# block 1

==> block_1/logic_types.png <==
(6 px per um)
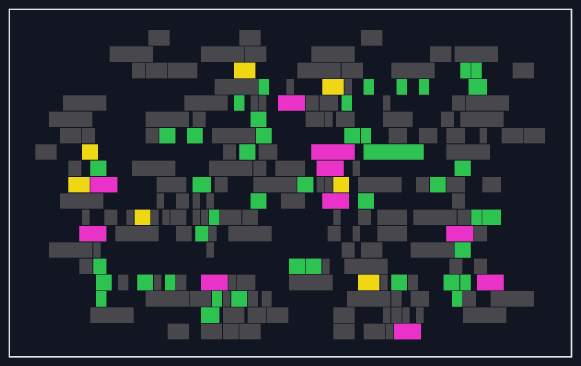
==> block_1/wires.png <==
(6 px per um)
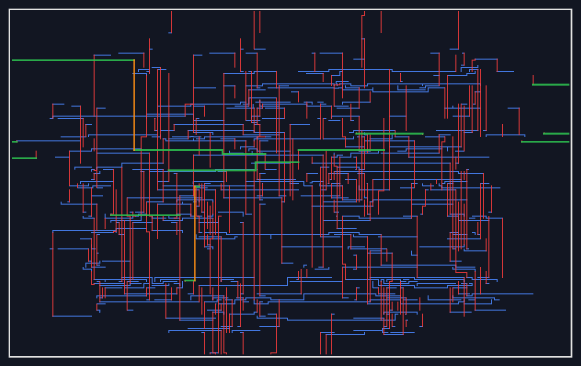
### src/rtl/seq_mult_pkg.sv
// seq_mult_pkg: shared state encoding, width limits and counter sizing for seq_mult
package seq_mult_pkg;

    typedef enum logic [1:0] {IDLE, RUN, DONE} state_t;

    localparam int WIDTH_MIN = 2;
    localparam int WIDTH_MAX = 16;

    // Counter must be able to hold WIDTH itself after the final increment
    function automatic int cnt_width(input int w);
        return $clog2(w + 1);
    endfunction

endpackage

### src/rtl/seq_mult_step.sv
// seq_mult_step: one add-shift iteration of the unsigned shift-add multiplier
module seq_mult_step #(
    parameter int WIDTH = 4
) (
    input  logic [2*WIDTH-1:0] i_acc,
    input  logic [WIDTH-1:0]   i_mcand,
    input  logic [WIDTH-1:0]   i_mplier,
    output logic [2*WIDTH-1:0] o_acc,
    output logic [WIDTH-1:0]   o_mplier
);

    logic [WIDTH:0] w_sum;

    // Conditionally add the multiplicand into the upper half, keeping the carry, then shift right
    always_comb begin
        w_sum    = {1'b0, i_acc[2*WIDTH-1:WIDTH]} + (i_mplier[0] ? {1'b0, i_mcand} : '0);
        o_acc    = {w_sum, i_acc[WIDTH-1:1]};
        o_mplier = i_mplier >> 1;
    end

endmodule

### src/rtl/seq_mult.sv
// seq_mult: iterative shift-add multiplier with start/done handshake and signed/unsigned modes
module seq_mult
    import seq_mult_pkg::*;
#(
    parameter int WIDTH = 4
) (
    input  logic               clk,
    input  logic               rst_n,
    input  logic               start,
    input  logic               signed_mode,
    input  logic [WIDTH-1:0]   a_in,
    input  logic [WIDTH-1:0]   b_in,
    output logic               busy,
    output logic               done,
    output logic [2*WIDTH-1:0] product
);

    localparam int CW = cnt_width(WIDTH);

    state_t               r_state;
    logic [2*WIDTH-1:0]   r_acc;
    logic [WIDTH-1:0]     r_mcand;
    logic [WIDTH-1:0]     r_mplier;
    logic [CW-1:0]        r_cnt;
    logic                 r_neg;
    logic                 r_busy;
    logic                 r_done;
    logic [2*WIDTH-1:0]   r_product;
    logic [WIDTH-1:0]     w_a_mag;
    logic [WIDTH-1:0]     w_b_mag;
    logic [2*WIDTH-1:0]   w_acc_nx;
    logic [WIDTH-1:0]     w_mplier_nx;

    // Signed operands are reduced to magnitudes; the most negative value maps to 2^(WIDTH-1), which still fits
    always_comb begin
        w_a_mag = (signed_mode && a_in[WIDTH-1]) ? -a_in : a_in;
        w_b_mag = (signed_mode && b_in[WIDTH-1]) ? -b_in : b_in;
    end

    seq_mult_step #(.WIDTH(WIDTH)) u_step (
        .i_acc    (r_acc),
        .i_mcand  (r_mcand),
        .i_mplier (r_mplier),
        .o_acc    (w_acc_nx),
        .o_mplier (w_mplier_nx)
    );

    // Control FSM and datapath; the product is published one edge after reaching DONE
    always_ff @(posedge clk) begin
        if (!rst_n) begin
            r_state   <= IDLE;
            r_acc     <= '0;
            r_mcand   <= '0;
            r_mplier  <= '0;
            r_cnt     <= '0;
            r_neg     <= 1'b0;
            r_busy    <= 1'b0;
            r_done    <= 1'b0;
            r_product <= '0;
        end else begin
            r_done <= 1'b0;
            case (r_state)
                IDLE: if (start) begin
                    r_state  <= RUN;
                    r_busy   <= 1'b1;
                    r_mcand  <= w_a_mag;
                    r_mplier <= w_b_mag;
                    r_neg    <= signed_mode & (a_in[WIDTH-1] ^ b_in[WIDTH-1]);
                    r_acc    <= '0;
                    r_cnt    <= '0;
                end
                RUN: begin
                    r_acc    <= w_acc_nx;
                    r_mplier <= w_mplier_nx;
                    r_cnt    <= r_cnt + 1'b1;
                    if (r_cnt == CW'(WIDTH - 1))
                        r_state <= DONE;
                end
                DONE: begin
                    r_product <= r_neg ? -r_acc : r_acc;
                    r_done    <= 1'b1;
                    r_busy    <= 1'b0;
                    r_state   <= IDLE;
                end
                default: r_state <= IDLE;
            endcase
        end
    end

    assign busy    = r_busy;
    assign done    = r_done;
    assign product = r_product;

endmodule
### config.mk
export PLATFORM = sky130hd
export DESIGN_NAME = seq_mult
export DESIGN_NICKNAME = d
export VERILOG_FILES = /design/src/rtl/seq_mult_pkg.sv /design/src/rtl/seq_mult_step.sv /design/src/rtl/seq_mult.sv
export SDC_FILE = /design/constraint.sdc
export NUM_CORES = 1
export LEC_CHECK = 0
export CORE_ASPECT_RATIO = 0.6
export CORE_MARGIN = 2
export CORE_UTILIZATION = 35
export CTS_CLUSTER_DIAMETER = 120
export DETAILED_ROUTE_END_ITERATION = 10
export MAX_ROUTING_LAYER = met4
export PLACE_DENSITY_LB_ADDON = 0.12
export SYNTH_ARGS = -nofsm -noshare
export SYNTH_HDL_FRONTEND = slang
export SYNTH_HIERARCHICAL = 1
export SYNTH_SLANG_ARGS = --single-unit
export TNS_END_PERCENT = 1
### constraint.sdc
create_clock -name clk -period 3.7 [get_ports clk]
set_input_delay 0.74 -clock clk [delete_from_list [all_inputs] [get_ports clk]]
set_output_delay 0.74 -clock clk [all_outputs]
set_load 0.02 [all_outputs]
==> run notes <==
The clock net sink count came out at 32. Per report_power, the Clock row totals 0.000274 W. After layout, the minimum clock period comes to 2.12 ns. Dividing the detail-routed wire length by the instance count gives 13.3 um. TritonCTS built the clock tree. The tools report the final standard cell count with taps included and fillers excluded as 265.

The power group with the highest consumption is registers. The run gives 0.00168 mm^2 for the post-synthesis instance area. Hold is met by 0.472 ns. The main area contributors are dfxtp_1 38%, ha_1 6.7%, nor2b_1 5.6%. The transition time recorded at the tightest slew-check pin is 1.06 ns.

IR analysis of the VDD net gives a maximum drop of 126 uV. The via count of the first global-routing pass was 1308; the number of hold violations in the final report was 0. Per the repair_timing log after CTS, setup buffers inserted total 0. The warning count from the yosys run was 6. The run finished with clean final reports. The cell-mix breakdown from Yosys lists the adder-cell area share as 7.89%. For met2 alone, demand over resource in global routing was 22.9%. After global routing, the most crowded layer is met2. Wires add up to 3.54 mm.
About block_1/logic_types.png:
[adder and majority cells] magenta | cells: 10
[inverting AOI/OAI gates] green | cells: 43
[AND-OR and OR-AND gates] yellow | cells: 7

About block_1/wires.png:
[metal 4] orange | wire length: 30.6 um
[metal 2] red | wire length: 1580 um
[metal 3] green | wire length: 127 um
[metal 1] blue | wire length: 1800 um

[registers in the layout (all words and copies together) (netlist names)]
register  flops
busy          1
done          1
product       8
r_acc         8
r_cnt         3
r_mcand       4
r_mplier      4
r_neg         1
r_state       2
[cell type report]
| type | count | area, um^2 |
|---|---|---|
| well taps | 63 | 78.8 |
| clock buffers | 8 | 90.1 |
| repair buffers | 23 | 225 |
| fillers | 446 | 2600 |
| multi-input cells | 127 | 908 |
| inverters | 12 | 45.0 |
| flip-flops and latches | 32 | 641 |
[how the worst min path moves through the flow]
stage	startpoint	endpoint	cells after the start
CTS	product[7]$_SDFFE_PN0P_	product[7]$_SDFFE_PN0P_	2
finish	product[7]$_SDFFE_PN0P_	product[7]$_SDFFE_PN0P_	2
global placement	product[7]$_SDFFE_PN0P_	product[7]$_SDFFE_PN0P_	2
floorplan	r_mplier[1]$_SDFFE_PN0P_	r_mplier[1]$_SDFFE_PN0P_	2
detailed placement	product[7]$_SDFFE_PN0P_	product[7]$_SDFFE_PN0P_	2
global route	product[7]$_SDFFE_PN0P_	product[7]$_SDFFE_PN0P_	2
[tightest hold or removal path: stages (launching register included)]
cell       delay, ns
dfxtp_1         0.31
nand2_1         0.05
o2bb2ai_1       0.06

# block 2

==> block_2/flops_by_reg.png <==
(6 px per um) Other sequential cells in the stronger grey, the rest of the logic in the fainter grey.
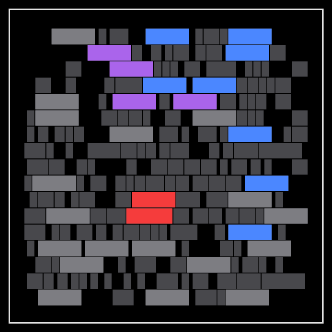
==> block_2/io_fan.png <==
(10 px per um)
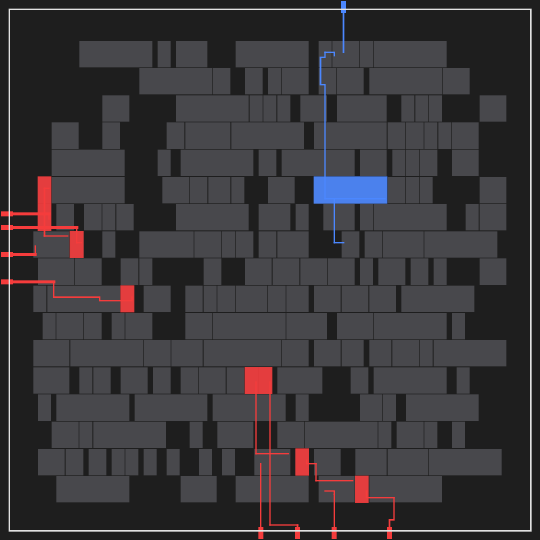
### src/rtl/serial_subtractor.sv
// serial_subtractor: LSB-first bit-serial A-B-BIN with valid/ready intake and done pulse; SERIAL_SUB_SAT_EN enables unsigned saturation
module serial_subtractor #(
  parameter int WIDTH = 8
) (
  input  logic             clk,
  input  logic             rst,
  input  logic             start_valid,
  output logic             start_ready,
  input  logic [WIDTH-1:0] a,
  input  logic [WIDTH-1:0] b,
  input  logic             bin,
  output logic             busy,
  output logic             done,
  output logic [WIDTH-1:0] diff,
  output logic             bout
);
  localparam int CW = $clog2(WIDTH + 1);
  typedef enum logic [1:0] {IDLE, RUN, DONE} state_t;
  state_t state, state_n;
  logic [WIDTH-1:0] sa, sb;
  logic [CW-1:0] cnt;
  logic [WIDTH:0] t;
  logic br, d, br_n, last;
  always_comb begin
    d = sa[0] ^ sb[0] ^ br;
    br_n = (~sa[0] & sb[0]) | (~(sa[0] ^ sb[0]) & br);
    last = cnt == CW'(WIDTH - 1);
    t = {d, diff};
    start_ready = state == IDLE;
    busy = state != IDLE;
    done = state == DONE;
    state_n = state == IDLE ? (start_valid ? RUN : IDLE) :
              state == RUN  ? (last ? DONE : RUN) : IDLE;
  end
  always_ff @(posedge clk) begin
    if (rst) begin
      state <= IDLE;
      sa <= '0;
      sb <= '0;
      br <= 1'b0;
      cnt <= '0;
      diff <= '0;
      bout <= 1'b0;
    end else begin
      state <= state_n;
      if (state == IDLE && start_valid) begin
        sa <= a;
        sb <= b;
        br <= bin;
        cnt <= '0;
        diff <= '0;
        bout <= 1'b0;
      end else if (state == RUN) begin
        sa <= sa >> 1;
        sb <= sb >> 1;
        br <= br_n;
        cnt <= cnt + CW'(1);
`ifdef SERIAL_SUB_SAT_EN
        diff <= (last && br_n) ? '0 : t[WIDTH:1];
`else
        diff <= t[WIDTH:1];
`endif
        if (last) bout <= br_n;
      end
    end
  end
endmodule

### config.mk
export PLATFORM = sky130hd
export DESIGN_NAME = serial_subtractor
export DESIGN_NICKNAME = d
export VERILOG_FILES = /design/src/rtl/serial_subtractor.sv
export SDC_FILE = /design/constraint.sdc
export NUM_CORES = 1
export LEC_CHECK = 0
export CORE_MARGIN = 2
export CORE_UTILIZATION = 60
export DETAILED_ROUTE_END_ITERATION = 10
export DONT_BUFFER_PORTS = 1
export GPL_ROUTABILITY_DRIVEN = 0
export PLACE_DENSITY = 0.74
export SLEW_MARGIN = 20
export SYNTH_ARGS = -nofsm -noshare
export SYNTH_HDL_FRONTEND = slang
export SYNTH_SLANG_ARGS = --single-unit
export TNS_END_PERCENT = 1
### constraint.sdc
create_clock -name clk -period 1.5 [get_ports clk]
set_input_delay 0.15 -clock clk [delete_from_list [all_inputs] [get_ports clk]]
set_output_delay 0.15 -clock clk [all_outputs]
set_load 0.1 [all_outputs]
==> run notes <==
The flow ran to the end, and the final reports show no timing, DRC or antenna violations. The layout report gives the multi-input gate share of total cell area as 39.7%. Counting flops with a built-in enable in the synthesized netlist gives 0. The run gives 6 for the clock tree buffer count of the final layout. The routed layout has 1277 vias. In this run the cell area measured after placement is 0.00152 mm^2.

The tools report the design area as 0.00167 mm^2. The report lists the cells along the critical path as buf_4, nor2_4, inv_1, buf_4. Buffers placed on the I/O ports in this run total 0. Counting every instance in the synthesized netlist gives 168. In the global route stage, met2 resource usage came out at 46.6%.

The total grt overflow is 0. Per the GRT log, the top usage layer is met2. The run gives 31.3% for the met1 usage in global routing. The worst clock skew on the final layout was 0.00560 ns. In the final report, the number of endpoints failing setup comes to 0. Internal power comes to 0.00123 W. The dominant logic cell type in the layout is nand2_1. The power report attributes to the combinational group a share of 17.4%. The combinational cell area excluding buffers and inverters is 662 um^2. The number of H-tree branching levels came out at 2.

The synthesis run shows the most used standard cells to be 33 x nand2_1, 32 x dfxtp_1, 24 x a21oi_1. The group that draws the most power in this run is registers. Critical path data arrival time: 1.29 ns. Per STA, the library cell used most along the worst path is buf_4.

Post-route period utilization is reported as 95.9%. The synthesized netlist devotes 21.0% of its cell area to compound gates. The clock distribution area overhead in the final layout was 3.67%. Per the synthesis report, the dominant area consumer among library cells is dfxtp_1. The fraction of synthesized cell area in xor and xnor cells is 1.27%.
Notes on block_2/flops_by_reg.png above:
[state] red | flops: 2
[diff] blue | flops: 8
[cnt] purple | flops: 4 | where: top middle

Notes on block_2/io_fan.png above:
[b] red | bits: 8 | direction: input | edge: 4 bottom, 4 left | end cells: 8 | buffers: 3 | wire: 88.3 um
[bout] blue | bits: 1 | direction: output | edge: top | end cells: 1 | buffers: 1 | wire: 32.1 um

## worst paths after layout
kind,slack (ns),depth (start not counted),from,to
worst max-delay path,0.06,4,state[0]$_SDFF_PP0_,busy
worst min-delay path,0.007,2,b[5],sb[5]$_SDFFE_PP0P_
worst max register to register,0.17,5,state[0]$_SDFF_PP0_,sa[5]$_SDFFE_PP0P_
worst min register to register,0.46,2,diff[0]$_SDFFE_PP0N_,diff[0]$_SDFFE_PP0N_
## repair_timing
item / in CTS / in global routing
hold buffers: 8 / 0
endpoints found under the setup margin: 0 / 4
gates resized: 0 / 4
endpoints found under the hold margin: 19 / 0
## state kept, by name (all words and copies together) (netlist names)
name / cells
br: 1
bout: 1
sa: 8
state: 2
sb: 8
cnt: 4
diff: 8
## cells by family (layout without fill, tap and decap cells)
group / Yosys count / after routing
simple gates: 68 / 68
fa+ha+maj: 2 / 2
xor+xnor: 2 / 2
compound gates: 46 / 46
flops: 32 / 32
buf+inv: 18 / 42
## metrics by stage
stage	power [W]	std cells
floorplan	0.00117	168
global placement	0.00120	204
detailed placement	0.00121	204
CTS	0.00173	220
global route	0.00182	220
finish	0.00174	220


## Gallery

Clock routing.
panel A
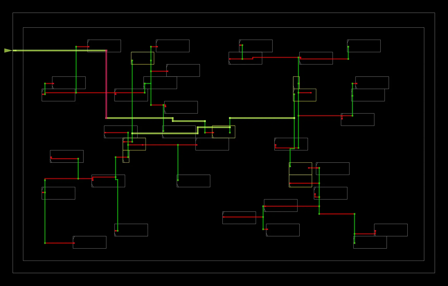
panel B
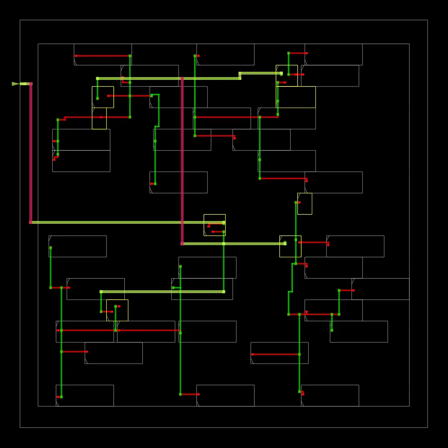
Panel A comes from block 1.
Panel B comes from block 2.

Power is estimated from default activity; no workload was simulated.
